=== fifo_wr_arbiter_rr ===
`src/rtl/fifo_arb_pkg.sv`:
```
// Shared types and sizing helpers for the round-robin FIFO write-port arbiter.
// Pure declarations: no logic, no latency, no flow control.
package fifo_arb_pkg;

  typedef enum logic {
    IDLE  = 1'b0,
    BURST = 1'b1
  } state_t;

  localparam int NUM_REQ_DEF = 4;
  localparam int OW          = $clog2(NUM_REQ_DEF);

  // Index width for n producers; never collapses to zero bits.
  function automatic int idx_width(input int n);
    return (n > 1) ? $clog2(n) : 1;
  endfunction

endpackage

```
`src/rtl/rr_pick.sv`:
```
// Combinational round-robin search: first set req bit at or after start, wrapping,
// optionally skipping one index. Zero latency, no flow control.
module rr_pick #(
  parameter int NUM_REQ = 4,
  parameter int OW      = 2
) (
  input  logic [NUM_REQ-1:0] req,
  input  logic [OW-1:0]      start,
  input  logic               exclude_en,
  input  logic [OW-1:0]      exclude_idx,
  output logic               found,
  output logic [OW-1:0]      idx
);

  logic [OW:0]   sum;
  logic [OW-1:0] cand;

  always_comb begin
    found = 1'b0;
    idx   = '0;
    sum   = '0;
    cand  = '0;
    for (int k = 0; k < NUM_REQ; k++) begin
      sum = {1'b0, start} + (OW+1)'(k);
      if (sum >= (OW+1)'(NUM_REQ)) begin
        sum = sum - (OW+1)'(NUM_REQ);
      end
      cand = sum[OW-1:0];
      if (!found && req[cand] && !(exclude_en && (cand == exclude_idx))) begin
        found = 1'b1;
        idx   = cand;
      end
    end
  end

endmodule

```
`src/rtl/fifo_wr_arbiter_rr.sv`:
```
// Round-robin owner of a shared FIFO write port, bursts of up to MAX_BURST words per grant.
// Grant one cycle after req in IDLE; fifo_wen is combinational from req/fifo_full, stalls hold all state.
module fifo_wr_arbiter_rr
  import fifo_arb_pkg::*;
#(
  parameter  int NUM_REQ    = 4,
  parameter  int DATA_WIDTH = 16,
  parameter  int MAX_BURST  = 4,
  localparam int CW         = $clog2(MAX_BURST + 1),
  localparam int OWD        = idx_width(NUM_REQ)
) (
  input  logic                          clk,
  input  logic                          reset,
  input  logic [NUM_REQ-1:0]            req,
  input  logic [NUM_REQ*DATA_WIDTH-1:0] req_data,
  output logic [NUM_REQ-1:0]            gnt,
  output logic [NUM_REQ-1:0]            accept,
  input  logic                          fifo_full,
  output logic                          fifo_wen,
  output logic [DATA_WIDTH-1:0]         fifo_data,
  output logic [OWD-1:0]                owner,
  output logic                          busy
);

  state_t               state;
  logic [OWD-1:0]       owner_q;
  logic [OWD-1:0]       last_q;
  logic [CW-1:0]        cnt;
  logic [NUM_REQ-1:0]   gnt_q;

  logic                 in_burst;
  logic                 owner_req;
  logic [DATA_WIDTH-1:0] owner_data;
  logic                 last_word;
  logic                 release_now;
  logic [OWD-1:0]       base;
  logic [OWD-1:0]       pick_start;
  logic                 pick_found;
  logic [OWD-1:0]       pick_idx;
  logic [NUM_REQ-1:0]   pick_oh;

  assign in_burst = (state == BURST);

  always_comb begin
    owner_req  = 1'b0;
    owner_data = '0;
    pick_oh    = '0;
    for (int i = 0; i < NUM_REQ; i++) begin
      if (owner_q == OWD'(i)) begin
        owner_req  = req[i];
        owner_data = req_data[i*DATA_WIDTH +: DATA_WIDTH];
      end
      pick_oh[i] = (pick_idx == OWD'(i));
    end
  end

  assign fifo_wen    = in_burst && owner_req && !fifo_full;
  assign last_word   = fifo_wen && (cnt == CW'(MAX_BURST - 1));
  assign release_now = in_burst && (!owner_req || last_word);

  // In BURST the search starts after the owner and skips it; in IDLE it starts after last.
  assign base       = in_burst ? owner_q : last_q;
  assign pick_start = (base == OWD'(NUM_REQ - 1)) ? '0 : base + 1'b1;

  rr_pick #(
    .NUM_REQ (NUM_REQ),
    .OW      (OWD)
  ) u_pick (
    .req         (req),
    .start       (pick_start),
    .exclude_en  (in_burst),
    .exclude_idx (owner_q),
    .found       (pick_found),
    .idx         (pick_idx)
  );

  always_comb begin
    accept = '0;
    for (int i = 0; i < NUM_REQ; i++) begin
      accept[i] = fifo_wen && (owner_q == OWD'(i));
    end
  end

  assign fifo_data = in_burst ? owner_data : '0;
  assign gnt       = gnt_q;
  assign owner     = owner_q;
  assign busy      = in_burst;

  always_ff @(posedge clk or posedge reset) begin
    if (reset) begin
      state   <= IDLE;
      owner_q <= '0;
      last_q  <= OWD'(NUM_REQ - 1);
      cnt     <= '0;
      gnt_q   <= '0;
    end else begin
      unique case (state)
        IDLE: begin
          if (pick_found) begin
            state   <= BURST;
            owner_q <= pick_idx;
            last_q  <= pick_idx;
            cnt     <= '0;
            gnt_q   <= pick_oh;
          end
        end
        BURST: begin
          if (release_now) begin
            if (pick_found) begin
              owner_q <= pick_idx;
              last_q  <= pick_idx;
              gnt_q   <= pick_oh;
              cnt     <= '0;
            end else if (owner_req) begin
              // Sole requester finished a full burst: re-grant to itself.
              cnt <= '0;
            end else begin
              state   <= IDLE;
              owner_q <= '0;
              gnt_q   <= '0;
              cnt     <= '0;
            end
          end else if (fifo_wen) begin
            cnt <= cnt + 1'b1;
          end
        end
        default: begin
          state <= IDLE;
        end
      endcase
    end
  end

endmodule

```
`config.mk`:
```
export PLATFORM = sky130hd
export DESIGN_NAME = fifo_wr_arbiter_rr
export DESIGN_NICKNAME = d
export VERILOG_FILES = /design/src/rtl/fifo_arb_pkg.sv /design/src/rtl/rr_pick.sv /design/src/rtl/fifo_wr_arbiter_rr.sv
export SDC_FILE = /design/constraint.sdc
export NUM_CORES = 1
export LEC_CHECK = 0
export ABC_AREA = 1
export CORE_UTILIZATION = 40
export CTS_CLUSTER_DIAMETER = 40
export DETAILED_ROUTE_END_ITERATION = 6
export GPL_ROUTABILITY_DRIVEN = 1
export PLACE_DENSITY = 0.93
export SLEW_MARGIN = 40
export SYNTH_ARGS = -nofsm -noshare
export SYNTH_HDL_FRONTEND = slang
export SYNTH_SLANG_ARGS = --single-unit
```
`constraint.sdc`:
```
create_clock -name clk -period 3.4 [get_ports clk]
set_input_delay 0.34 -clock clk [delete_from_list [all_inputs] [get_ports clk]]
set_output_delay 0.34 -clock clk [all_outputs]
set_load 0.02 [all_outputs]
```
==> impl_results.html <==
<h3>Flow metrics</h3>
<table>
<tr><th>Metric</th><th>Value</th></tr>
<tr><th colspan="2">Run status</th></tr>
<tr><td>Run status</td><td>finished clean</td></tr>
<tr><th colspan="2">Setup path</th></tr>
<tr><td>Largest stage delay, worst path</td><td>640 ps</td></tr>
<tr><td>Startpoint of the worst setup timing path</td><td>owner[0]$_DFFE_PP0P_</td></tr>
<tr><td>Worst Setup End Kind</td><td>primary output</td></tr>
<tr><td>Largest fanout on the critical path</td><td>16</td></tr>
<tr><td>CP Class</td><td>reg -&gt; out</td></tr>
<tr><td>CP arrival</td><td>2760 ps</td></tr>
<tr><td>Worst reg2reg path depth</td><td>11</td></tr>
<tr><th colspan="2">Drt</th></tr>
<tr><td>Number of violations reported at the end of detailed-routing iteration 0</td><td>103</td></tr>
<tr><td>Detail-routed net length per standard cell</td><td>12.5 microns</td></tr>
<tr><th colspan="2">Clock tree</th></tr>
<tr><td>TritonCTS clock tree</td><td>done</td></tr>
<tr><td>Clock input transition at the sequential cells of the worst setup and hold paths</td><td>50 ps</td></tr>
<tr><td>Count of clock tree sinks</td><td>12</td></tr>
<tr><th colspan="2">Logic synthesis</th></tr>
<tr><td>Cell type with the largest total area after synthesis</td><td>sky130_fd_sc_hd__nand2_1</td></tr>
<tr><td>Yosys chip area</td><td>1570 sq um</td></tr>
<tr><td>Leading cell types by total area after synthesis</td><td>sky130_fd_sc_hd__nand2_1 21%, sky130_fd_sc_hd__dfrtp_1 16%, sky130_fd_sc_hd__inv_1 6.7%, sky130_fd_sc_hd__nand3_1 6.7%, sky130_fd_sc_hd__nand2_4 6.5%</td></tr>
<tr><td>Area share, top type</td><td>0.208</td></tr>
<tr><td>Post-synth seq share</td><td>0.193</td></tr>
<tr><th colspan="2">Layout</th></tr>
<tr><td>Commonest cells after routing, fill and taps aside</td><td>98 x sky130_fd_sc_hd__clkdlybuf4s50_1, 87 x sky130_fd_sc_hd__nand2_1, 28 x sky130_fd_sc_hd__inv_1, 21 x sky130_fd_sc_hd__nand3_1, 19 x sky130_fd_sc_hd__nor2_1</td></tr>
<tr><td>Final #Nets</td><td>425</td></tr>
<tr><td>Count of placed standard cells in the final layout, fillers left out</td><td>399</td></tr>
<tr><th colspan="2">Place</th></tr>
<tr><td>Count of buffers inserted at the top-level ports</td><td>98</td></tr>
<tr><td>Worst setup slack before clock tree synthesis</td><td>536 ps</td></tr>
<tr><th colspan="2">Global route</th></tr>
<tr><td>Pin count of the biggest net entering global routing</td><td>21</td></tr>
<tr><td>Number of antenna violations at the first check in global routing</td><td>0</td></tr>
<tr><th colspan="2">Run</th></tr>
<tr><td>OpenROAD warning count</td><td>26</td></tr>
<tr><th colspan="2">Min path</th></tr>
<tr><td>Worst Hold Class</td><td>in -&gt; async</td></tr>
<tr><th colspan="2">STA</th></tr>
<tr><td>Fmax</td><td>322 MHz</td></tr>
<tr><th colspan="2">Pwr</th></tr>
<tr><td>Sequential share of power</td><td>0.129</td></tr>
<tr><th colspan="2">Die</th></tr>
<tr><td>Cell row count</td><td>22</td></tr>
</table>
[routing by layer]
layer | routed length [microns] | track usage
met2 | 2510 | 0.459
met1 | 2090 | 0.264
met3 | 302 | 0.0405
met5 | 0 | 0
met4 | 101 | 0.0833
[cell type report]
cell class | count | area, sq um | area share
Multi-Input combinational cell | 202 | 1080 | 0.412
Timing Repair Buffer | 101 | 1000 | 0.383
Sequential cell | 12 | 303 | 0.116
Inverter | 32 | 128 | 0.0487
Tap cell | 48 | 60.1 | 0.0229
Clock buffer | 4 | 45.0 | 0.0172
[through the flow]
stage / hold WS [ps] / util
after global routing: 443 / 0.705
after global placement: 456 / 0.693
after CTS: 417 / 0.705
final: 399 / 0.705
after floorplan: 203 / -
after detailed placement: 460 / 0.693
[registers in the layout, indices dropped and copies added, names as in the netlist]
name / count
owner: 2
busy: 1
last_q: 2
cnt: 3
gnt: 4
[logic make-up (layout without fill, tap and decap cells)]
logic type               count (synthesis)  in the layout  synth area share
AND-OR/OR-AND                           40             40             0.167
adder cells (fa/ha/maj)                  2              2            0.0160
buffers and inverters                   41            137             0.118
flip-flops                              12             12             0.193
AND/OR/NAND/NOR                        160            160             0.506
fifo_wr_arbiter_rr/layer_met1.png
Supply wires on this layer in grey.
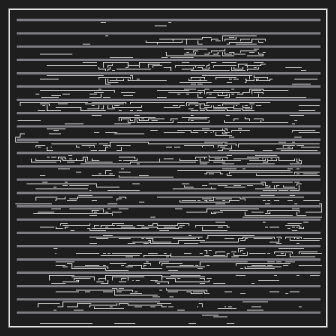
share of all routed wire: 42%
nets with wire on the layer: 368
met1 usage in global routing: 0.264
total detailed-routing wirelength: 5000 microns
detailed-route via count: 1965

fifo_wr_arbiter_rr/layer_met2.png
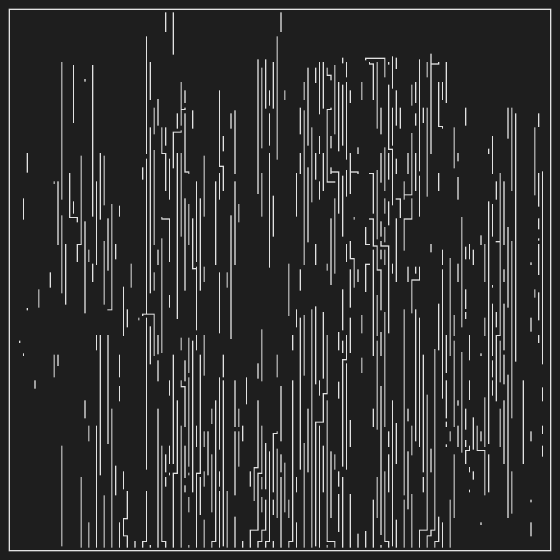
main direction: vertical
share of all routed wire: 50%
longest straight run: 29.6 microns
nets with wire on the layer: 333
wire length on this layer: 2510 microns
met2 Usage GRT: 0.459


=== countdown_timer ===
countdown_timer/layer_met1.png
Supply wires on this layer in grey.
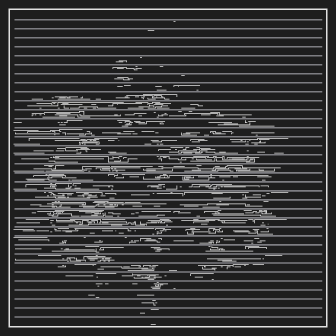
countdown_timer/layer_met2.png
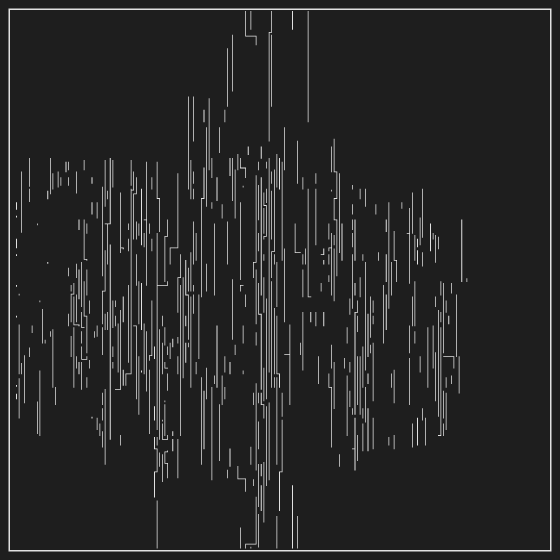
countdown_timer/layer_met3.png
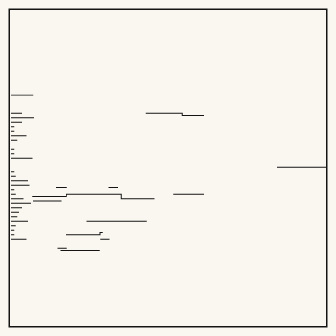
### config.mk
export PLATFORM = sky130hd
export DESIGN_NAME = countdown_timer
export DESIGN_NICKNAME = d
export VERILOG_FILES = /design/src/rtl/timer_pkg.sv /design/src/rtl/mod_down_counter.sv /design/src/rtl/countdown_timer.sv
export SDC_FILE = /design/constraint.sdc
export NUM_CORES = 1
export LEC_CHECK = 0
export CORE_UTILIZATION = 25
export CTS_BUF_LIST = sky130_fd_sc_hd__clkbuf_4 sky130_fd_sc_hd__clkbuf_8
export CTS_CLUSTER_DIAMETER = 120
export CTS_CLUSTER_SIZE = 14
export DETAILED_ROUTE_END_ITERATION = 10
export GPL_TIMING_DRIVEN = 0
export SLEW_MARGIN = 20
export SYNTH_ARGS = -nofsm -noshare
export SYNTH_HDL_FRONTEND = slang
export SYNTH_SLANG_ARGS = --single-unit
### constraint.sdc
create_clock -name clk -period 3.7 [get_ports clk]
set_input_delay 0.37 -clock clk [delete_from_list [all_inputs] [get_ports clk]]
set_output_delay 0.37 -clock clk [all_outputs]
set_load 0.1 [all_outputs]
### src/rtl/timer_pkg.sv
// rtl/timer_pkg.sv - shared types and digit moduli for the BCD countdown timer
package timer_pkg;

   typedef logic [3:0] bcd_t;

   typedef enum logic [1:0] {
      IDLE,
      RUNNING,
      PAUSED,
      EXPIRED
   } timer_state_t;

   localparam int DIGIT_MOD_LO = 10;
   localparam int DIGIT_MOD_HI = 6;

endpackage

### src/rtl/mod_down_counter.sv
// rtl/mod_down_counter.sv - one BCD digit counting down modulo MOD_VALUE with borrow out
module mod_down_counter
   import timer_pkg::*;
#(
   parameter int MOD_VALUE = DIGIT_MOD_LO
) (
   input  logic clk,
   input  logic reset,
   input  logic load,
   input  bcd_t load_digit,
   input  logic decrement,
   output bcd_t count,
   output logic borrow
);

   localparam bcd_t MAX_DIGIT = bcd_t'(MOD_VALUE - 1);

   assign borrow = decrement && (count == 4'd0);

   always_ff @(posedge clk) begin
      if (reset) begin
         count <= 4'd0;
      end else if (load) begin
         // Out-of-range load digits clamp to the largest legal digit
         count <= (load_digit > MAX_DIGIT) ? MAX_DIGIT : load_digit;
      end else if (decrement) begin
         count <= (count == 4'd0) ? MAX_DIGIT : count - 4'd1;
      end
   end

endmodule

### src/rtl/countdown_timer.sv
// rtl/countdown_timer.sv - loadable ss.hh BCD countdown timer with pause and expiry flag
module countdown_timer
   import timer_pkg::*;
#(
   parameter int TICK_DIV = 1_000_000
) (
   input  logic        clk,
   input  logic        reset,
   input  logic        load,
   input  logic [15:0] load_value,
   input  logic        start,
   input  logic        stop,
   output logic [15:0] count,
   output logic        running,
   output logic        done,
   output logic        expired_pulse
);

   localparam int PW = (TICK_DIV > 2) ? $clog2(TICK_DIV) : 1;
   localparam logic [PW-1:0] PRESCALE_LAST = PW'(TICK_DIV - 1);

   timer_state_t  state;
   timer_state_t  state_next;
   logic [PW-1:0] prescaler;
   logic          tick;
   logic          decrement;
   logic [3:0]    digit_dec;
   logic [2:0]    borrow;
   logic          borrow_unused;
   bcd_t          digit [4];

   assign tick      = (state == RUNNING) && (prescaler == PRESCALE_LAST);
   // A stop arriving with the tick freezes the count for that cycle
   assign decrement = tick && !stop;
   assign digit_dec = {borrow, decrement};
   assign count     = {digit[3], digit[2], digit[1], digit[0]};

   for (genvar i = 0; i < 4; i++) begin : g_digit
      localparam int MODV = (i == 3) ? DIGIT_MOD_HI : DIGIT_MOD_LO;
      if (i < 3) begin : g_chain
         mod_down_counter #(.MOD_VALUE(MODV)) u_digit (
            .clk        (clk),
            .reset      (reset),
            .load       (load),
            .load_digit (load_value[4*i +: 4]),
            .decrement  (digit_dec[i]),
            .count      (digit[i]),
            .borrow     (borrow[i])
         );
      end else begin : g_top
         mod_down_counter #(.MOD_VALUE(MODV)) u_digit (
            .clk        (clk),
            .reset      (reset),
            .load       (load),
            .load_digit (load_value[4*i +: 4]),
            .decrement  (digit_dec[i]),
            .count      (digit[i]),
            .borrow     (borrow_unused)
         );
      end
   end

   always_comb begin
      state_next = state;
      if (load) begin
         state_next = IDLE;
      end else begin
         case (state)
            IDLE:    if (start && !stop && count != 16'h0000) state_next = RUNNING;
            RUNNING: begin
               if (stop)                           state_next = PAUSED;
               else if (tick && count == 16'h0001) state_next = EXPIRED;
            end
            PAUSED:  if (start && !stop) state_next = RUNNING;
            EXPIRED: state_next = EXPIRED;
            default: state_next = IDLE;
         endcase
      end
   end

   always_ff @(posedge clk) begin
      if (reset) begin
         state         <= IDLE;
         prescaler     <= '0;
         running       <= 1'b0;
         done          <= 1'b0;
         expired_pulse <= 1'b0;
      end else begin
         state         <= state_next;
         running       <= (state_next == RUNNING);
         done          <= (state_next == EXPIRED);
         expired_pulse <= (state_next == EXPIRED) && (state != EXPIRED);
         // Prescaler phase survives a pause so resume continues mid-tick
         if (load)
            prescaler <= '0;
         else if (state == RUNNING && !stop)
            prescaler <= tick ? '0 : prescaler + PW'(1);
      end
   end

endmodule

==> impl_results.html <==
<h3>Flow metrics</h3>
<table>
<tr><th>Metric</th><th>Value</th></tr>
<tr><th colspan="2">Drt</th></tr>
<tr><td>Number of violations reported at the end of detailed-routing iteration 0</td><td>37</td></tr>
<tr><td>Number of search-and-repair iterations in the first detailed-routing pass</td><td>4</td></tr>
<tr><th colspan="2">Die</th></tr>
<tr><td>Boundary Pins</td><td>40</td></tr>
<tr><td>Pre-Place Util</td><td>0.261</td></tr>
<tr><th colspan="2">Setup path</th></tr>
<tr><td>Stages on the worst setup path</td><td>1</td></tr>
<tr><td>Endpoint of the lowest-slack register-to-register path</td><td>prescaler[15]$_SDFFE_PP0P_</td></tr>
<tr><td>End point of the critical path</td><td>count[0]</td></tr>
<tr><td>Family with the most delay on the worst path</td><td>buffers and inverters</td></tr>
<tr><td>Slowest stage cell, crit path</td><td>sky130_fd_sc_hd__clkdlybuf4s50_1</td></tr>
<tr><th colspan="2">Logic synthesis</th></tr>
<tr><td>#FFs+latches synth</td><td>41</td></tr>
<tr><td>Cells after Synth</td><td>255</td></tr>
<tr><th colspan="2">STA</th></tr>
<tr><td>RSZ-0062 raised after global routing</td><td>no</td></tr>
<tr><td>Number of pins with negative max-slew slack in the final report</td><td>0</td></tr>
<tr><th colspan="2">Global route</th></tr>
<tr><td>Total global routing overflow</td><td>0</td></tr>
<tr><th colspan="2">Run status</th></tr>
<tr><td>Run status</td><td>finished clean</td></tr>
<tr><th colspan="2">Clock tree</th></tr>
<tr><td>Inserted Clock Buffers</td><td>5</td></tr>
<tr><td>Clock input transition at the sequential cells of the worst setup and hold paths</td><td>80 ps</td></tr>
<tr><th colspan="2">Pwr</th></tr>
<tr><td>Maximum VDD drop</td><td>0.000189 V</td></tr>
</table>
## Picture notes: countdown_timer/layer_met1.png
main direction: horizontal
nets with wire on the layer: 290
share of all routed wire: 47%
wire length on this layer: 2500 microns
met1 usage in global routing: 0.161
detailed-route via count: 1969

## Picture notes: countdown_timer/layer_met2.png
nets with wire on the layer: 267
share of all routed wire: 47%
longest straight run: 37.7 microns
wire length on this layer: 2470 microns
met2 Usage GRT: 0.206
total detailed-routing wirelength: 5280 microns

## Picture notes: countdown_timer/layer_met3.png
nets with wire on the layer: 34
share of all routed wire: 4.1%
main direction: horizontal
wire length on this layer: 215 microns
longest straight run: 17.9 microns
grt met3 use: 0.0311

-- per-layer routing --
layer / vias up / share of wire
met5: - / 0
met1: 922 / 0.47
met3: 9 / 0.041
met4: 0 / 0.017
met2: 43 / 0.47
li1: 995 / -
-- where the power goes --
group	total [uW]	switching [uW]	internal, uW
combinational	187	125	62.0
clock	381	154	227
sequential	468	16.5	452
-- cell type report --
type,instances,area [sq um]
multi-input cells,197,1280
fillers,880,5530
flip-flops and latches,41,821
plain buffers,6,35.0
clock buffers,7,90.1
well taps,105,131
repair buffers,38,380
inverters,11,41.3
clock inverters,1,30.0
-- logic make-up after synthesis --
family          after synthesis  synth area share
buf+inv                      17            0.0350
mux                           4            0.0184
xor+xnor                     23            0.0924
flops                        41             0.376
fa+ha+maj                     1           0.00574
compound gates               40             0.125
simple gates                129             0.347
-- sequential cells by signal, summed over array words and instances, names as in the netlist --
signal and flops:
prescaler 20, g_digit.g_chain.u_digit.count 12, g_digit.g_top.u_digit.count 4, state 2
done 1, expired_pulse 1, running 1
-- per-stage QoR --
step,cell area (sq um),cells
6_report,2810,406
5_1_grt,2810,406
4_1_cts,2810,406
3_5_place_dp,2690,398
3_3_place_gp,2690,398
2_1_floorplan,2180,255

=== csa_seq_mult_flat ===
<file path="src/rtl/csa_seq_mult_if.sv">
// Request/result bundle between the point-arithmetic controller and csa_seq_mult.
interface csa_seq_mult_if #(
  parameter int unsigned WID = 32
) ();
  logic               start;
  logic               clr;
  logic [WID-1:0]     a;
  logic [WID-1:0]     b;
  logic               busy;
  logic               done;
  logic [2*WID-1:0]   p;

  modport master (
    output start, clr, a, b,
    input  busy, done, p
  );

  modport slave (
    input  start, clr, a, b,
    output busy, done, p
  );
endinterface

</file>
<file path="src/rtl/csa_seq_mult.sv">
// Sequential radix-2 multiplier: one partial product per cycle kept in carry-save
// form, resolved by a single carry-propagate add before the result is handed off.
module csa_seq_mult_csa #(
  parameter int unsigned W = 64
) (
  input  logic [W-1:0] x,
  input  logic [W-1:0] y,
  input  logic [W-1:0] z,
  output logic [W-1:0] sum,
  output logic [W-1:0] carry_sh
);
  // Carry is emitted already shifted left by one; its top bit would fall off the product.
  always_comb begin
    sum      = x ^ y ^ z;
    carry_sh = {(x[W-2:0] & y[W-2:0]) | (x[W-2:0] & z[W-2:0]) | (y[W-2:0] & z[W-2:0]), 1'b0};
  end
endmodule

module csa_seq_mult #(
  parameter int unsigned WID = 32
) (
  input  logic            clk,
  input  logic            rst_n,
  csa_seq_mult_if.slave   bus
);
  localparam int unsigned PW = 2 * WID;
  localparam int unsigned CW = (WID > 2) ? $clog2(WID) : 1;
  localparam logic [CW-1:0] CNT_LAST = CW'(WID - 1);

  typedef enum logic [1:0] {IDLE, ACC, RESOLVE} state_t;

  state_t          state;
  logic [PW-1:0]   s_vec;
  logic [PW-1:0]   c_vec;
  logic [PW-1:0]   ma;
  logic [WID-1:0]  mb;
  logic [CW-1:0]   cnt;
  logic [PW-1:0]   pp;
  logic [PW-1:0]   e_vec;
  logic [PW-1:0]   d_sh;
  logic            busy_r;
  logic            done_r;
  logic [PW-1:0]   p_r;

  always_comb begin
    pp = mb[0] ? ma : '0;
  end

  csa_seq_mult_csa #(.W(PW)) u_csa (
    .x        (s_vec),
    .y        (c_vec),
    .z        (pp),
    .sum      (e_vec),
    .carry_sh (d_sh)
  );

  always_ff @(posedge clk or negedge rst_n) begin
    if (!rst_n) begin
      state  <= IDLE;
      s_vec  <= '0;
      c_vec  <= '0;
      ma     <= '0;
      mb     <= '0;
      cnt    <= '0;
      busy_r <= 1'b0;
      done_r <= 1'b0;
      p_r    <= '0;
    end else begin
      done_r <= 1'b0;
      if (bus.clr) begin
        state  <= IDLE;
        busy_r <= 1'b0;
      end else begin
        case (state)
          IDLE: begin
            if (bus.start) begin
              ma     <= {{WID{1'b0}}, bus.a};
              mb     <= bus.b;
              s_vec  <= '0;
              c_vec  <= '0;
              cnt    <= '0;
              busy_r <= 1'b1;
              state  <= ACC;
            end
          end
          ACC: begin
            s_vec <= e_vec;
            c_vec <= d_sh;
            ma    <= ma << 1;
            mb    <= mb >> 1;
            cnt   <= cnt + 1'b1;
            // Stop once no multiplier bits remain after this one.
            if ((mb[WID-1:1] == '0) || (cnt == CNT_LAST)) begin
              state <= RESOLVE;
            end
          end
          RESOLVE: begin
            p_r    <= s_vec + c_vec;
            done_r <= 1'b1;
            busy_r <= 1'b0;
            state  <= IDLE;
          end
          default: begin
            busy_r <= 1'b0;
            state  <= IDLE;
          end
        endcase
      end
    end
  end

  assign bus.busy = busy_r;
  assign bus.done = done_r;
  assign bus.p    = p_r;
endmodule

</file>
<file path="src/flat_wrapper.sv">
// flat-port wrapper written by rule: the top's interface ports become plain ports
module csa_seq_mult_flat 
#(
  parameter int unsigned WID = 32
)
  (clk, rst_n, bus_start, bus_clr, bus_a, bus_b, bus_busy, bus_done, bus_p);
  csa_seq_mult_if #(.WID(WID)) bus_i ();
  input  logic clk;
  input  logic rst_n;
  input wire logic [$bits(bus_i.start)-1:0] bus_start;
  input wire logic [$bits(bus_i.clr)-1:0] bus_clr;
  input wire logic [$bits(bus_i.a)-1:0] bus_a;
  input wire logic [$bits(bus_i.b)-1:0] bus_b;
  output wire logic [$bits(bus_i.busy)-1:0] bus_busy;
  output wire logic [$bits(bus_i.done)-1:0] bus_done;
  output wire logic [$bits(bus_i.p)-1:0] bus_p;
  assign bus_i.start = bus_start;
  assign bus_i.clr = bus_clr;
  assign bus_i.a = bus_a;
  assign bus_i.b = bus_b;
  assign bus_busy = bus_i.busy;
  assign bus_done = bus_i.done;
  assign bus_p = bus_i.p;
  csa_seq_mult #(.WID(WID)) u_core (.clk(clk), .rst_n(rst_n), .bus(bus_i));
endmodule
</file>
<file path="config.mk">
export PLATFORM = sky130hd
export DESIGN_NAME = csa_seq_mult_flat
export DESIGN_NICKNAME = d
export VERILOG_FILES = /design/src/rtl/csa_seq_mult_if.sv /design/src/rtl/csa_seq_mult.sv /design/src/flat_wrapper.sv
export SDC_FILE = /design/constraint.sdc
export NUM_CORES = 1
export LEC_CHECK = 0
export CAP_MARGIN = 20
export CORE_ASPECT_RATIO = 1.5
export CORE_UTILIZATION = 53
export CTS_CLUSTER_SIZE = 25
export DETAILED_ROUTE_END_ITERATION = 12
export GPL_TIMING_DRIVEN = 0
export PLACE_DENSITY = 0.89
export SLEW_MARGIN = 0
export SYNTH_ARGS = -nofsm -noshare
export SYNTH_HDL_FRONTEND = slang
export SYNTH_SLANG_ARGS = --single-unit
export TNS_END_PERCENT = 10
</file>
<file path="constraint.sdc">
create_clock -name clk -period 3.4 [get_ports clk]
set_clock_uncertainty 0.2 [all_clocks]
set_input_delay 0.68 -clock clk [delete_from_list [all_inputs] [get_ports clk]]
set_output_delay 0.68 -clock clk [all_outputs]
set_load 0.03 [all_outputs]
</file>
csa_seq_mult_flat/layer_met1.png
Supply wires on this layer in grey.
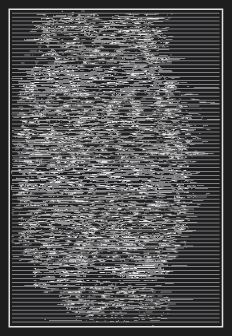
longest straight run: 40.5 microns
nets with wire on the layer: 1812
main direction: horizontal
detailed-route via count: 14100
met1 usage in global routing: 0.338
total detailed-routing wirelength: 49100 microns

csa_seq_mult_flat/layer_met2.png
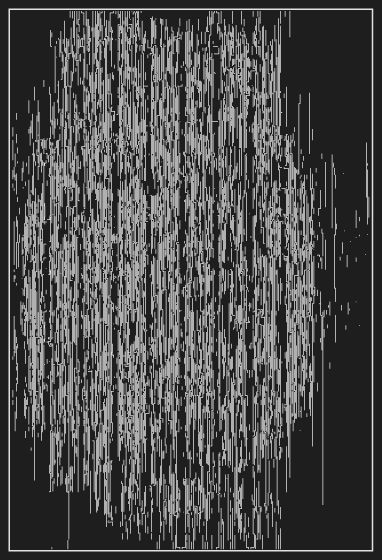
wire length on this layer: 25.3 mm
share of all routed wire: 51%
longest straight run: 75.5 microns
nets with wire on the layer: 1769
met2 Usage GRT: 0.542

==> impl_results.html <==
<h3>Flow metrics</h3>
<table>
<tr><th>Metric</th><th>Value</th></tr>
<tr><th colspan="2">Logic synthesis</th></tr>
<tr><td>#FFs+latches synth</td><td>296</td></tr>
<tr><td>Area share, top type</td><td>0.453</td></tr>
<tr><td>Post-synth seq share</td><td>0.453</td></tr>
<tr><th colspan="2">Setup path</th></tr>
<tr><td>R2R Setup Slk</td><td>-200 ps</td></tr>
<tr><td>Worst reg2reg path depth</td><td>12</td></tr>
<tr><td>Startpoint of the worst setup timing path</td><td>u_core.c_vec[2]$_DFFE_PN0P_</td></tr>
<tr><td>Slowest stage cell, crit path</td><td>sky130_fd_sc_hd__dfrtp_2</td></tr>
<tr><th colspan="2">Layout</th></tr>
<tr><td>Count of placed standard cells in the final layout, fillers left out</td><td>2178</td></tr>
<tr><td>Ant. Diodes</td><td>0</td></tr>
<tr><td>Fraction of standard cell area that is sequential</td><td>0.367</td></tr>
<tr><th colspan="2">STA</th></tr>
<tr><td>Tightest hold margin</td><td>-22.5 ps</td></tr>
<tr><td>Final setup violation count</td><td>9</td></tr>
<tr><td>Final hold viol count</td><td>31</td></tr>
<tr><td>Slew of the pin with the lowest slew margin</td><td>900 ps</td></tr>
<tr><td>Number of pins with negative max-slew slack in the final report</td><td>0</td></tr>
<tr><td>Post-route setup slack</td><td>-204 ps</td></tr>
<tr><th colspan="2">Die</th></tr>
<tr><td>Die outline area</td><td>31600 sq um</td></tr>
<tr><td>Boundary Pins</td><td>134</td></tr>
<tr><th colspan="2">Run status</th></tr>
<tr><td>Run status</td><td>finished with violations</td></tr>
<tr><td>Failing checks</td><td>hold timing, setup timing</td></tr>
<tr><th colspan="2">Clock tree</th></tr>
<tr><td>CTS-repair resized insts</td><td>42</td></tr>
<tr><td>Clock input transition at the sequential cells of the worst setup and hold paths</td><td>70 ps</td></tr>
<tr><th colspan="2">Run</th></tr>
<tr><td>OpenROAD warning count</td><td>30</td></tr>
</table>
worst max path at each step:
stage | to | slack, ps | cells after the start
after floorplan | u_core.bus.p[63]$_DFFE_PN0P_ | 220 | 12
after global placement | u_core.bus.p[61]$_DFFE_PN0P_ | -10790 | 1
after detailed placement | u_core.bus.p[56]$_DFFE_PN0P_ | -890 | 8
after CTS | u_core.bus.p[62]$_DFFE_PN0P_ | -110 | 12
after global routing | u_core.bus.p[62]$_DFFE_PN0P_ | -220 | 12
final | u_core.bus.p[62]$_DFFE_PN0P_ | -200 | 12
sequential cells by signal, summed over array words and instances (netlist names):
register and count:
u_core.mb 32, u_core.bus.p 64, u_core.s_vec 64, u_core.cnt 5, u_core.state 2, u_core.ma 64, u_core.c_vec 63, u_core.bus.done 1
u_core.bus.busy 1
layer usage:
layer,routed length (microns),vias to the layer above
met5,0,-
met4,3240,0
met3,3400,219
met2,25300,811
met1,17200,7043
li1,-,6068
stage by stage:
| stage | setup WS (ps) | hold WS, ps |
|---|---|---|
| 3_5_place_dp | -889 | 262 |
| 4_1_cts | -114 | 7.94 |
| 6_report | -204 | -22.5 |
| 5_1_grt | -224 | 53.6 |
| 2_1_floorplan | 225 | 184 |
| 3_3_place_gp | -10790 | 262 |


==> layout pictures side by side <==
Clock nets.
Plate I
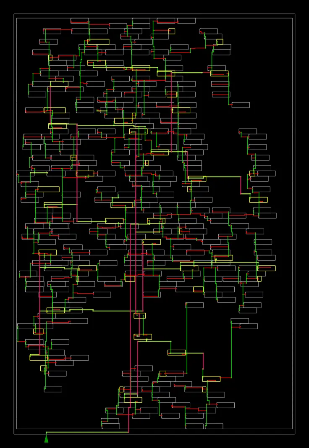
Plate II
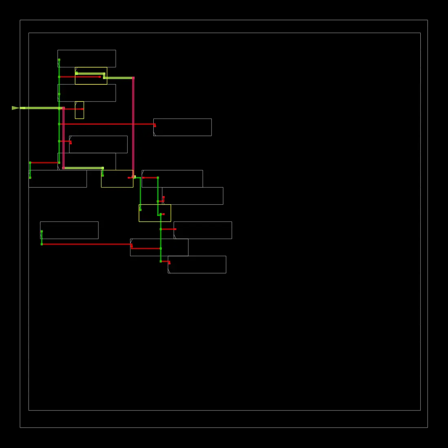
Plate III
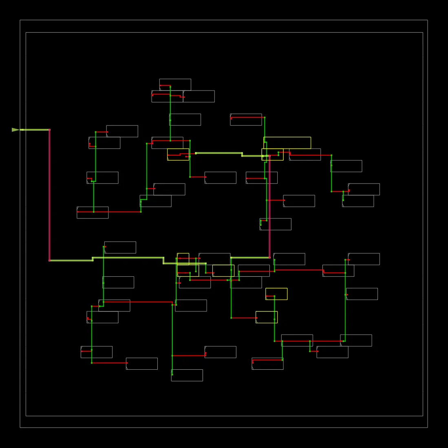
Plate II is fifo_wr_arbiter_rr.
Plate III is countdown_timer.
Plate I is csa_seq_mult_flat.
Of these, fewest clock buffers: Plate II
Of these, fewest sequential cells: Plate II

No activity file was given, so power comes from the tool's default toggle rates.
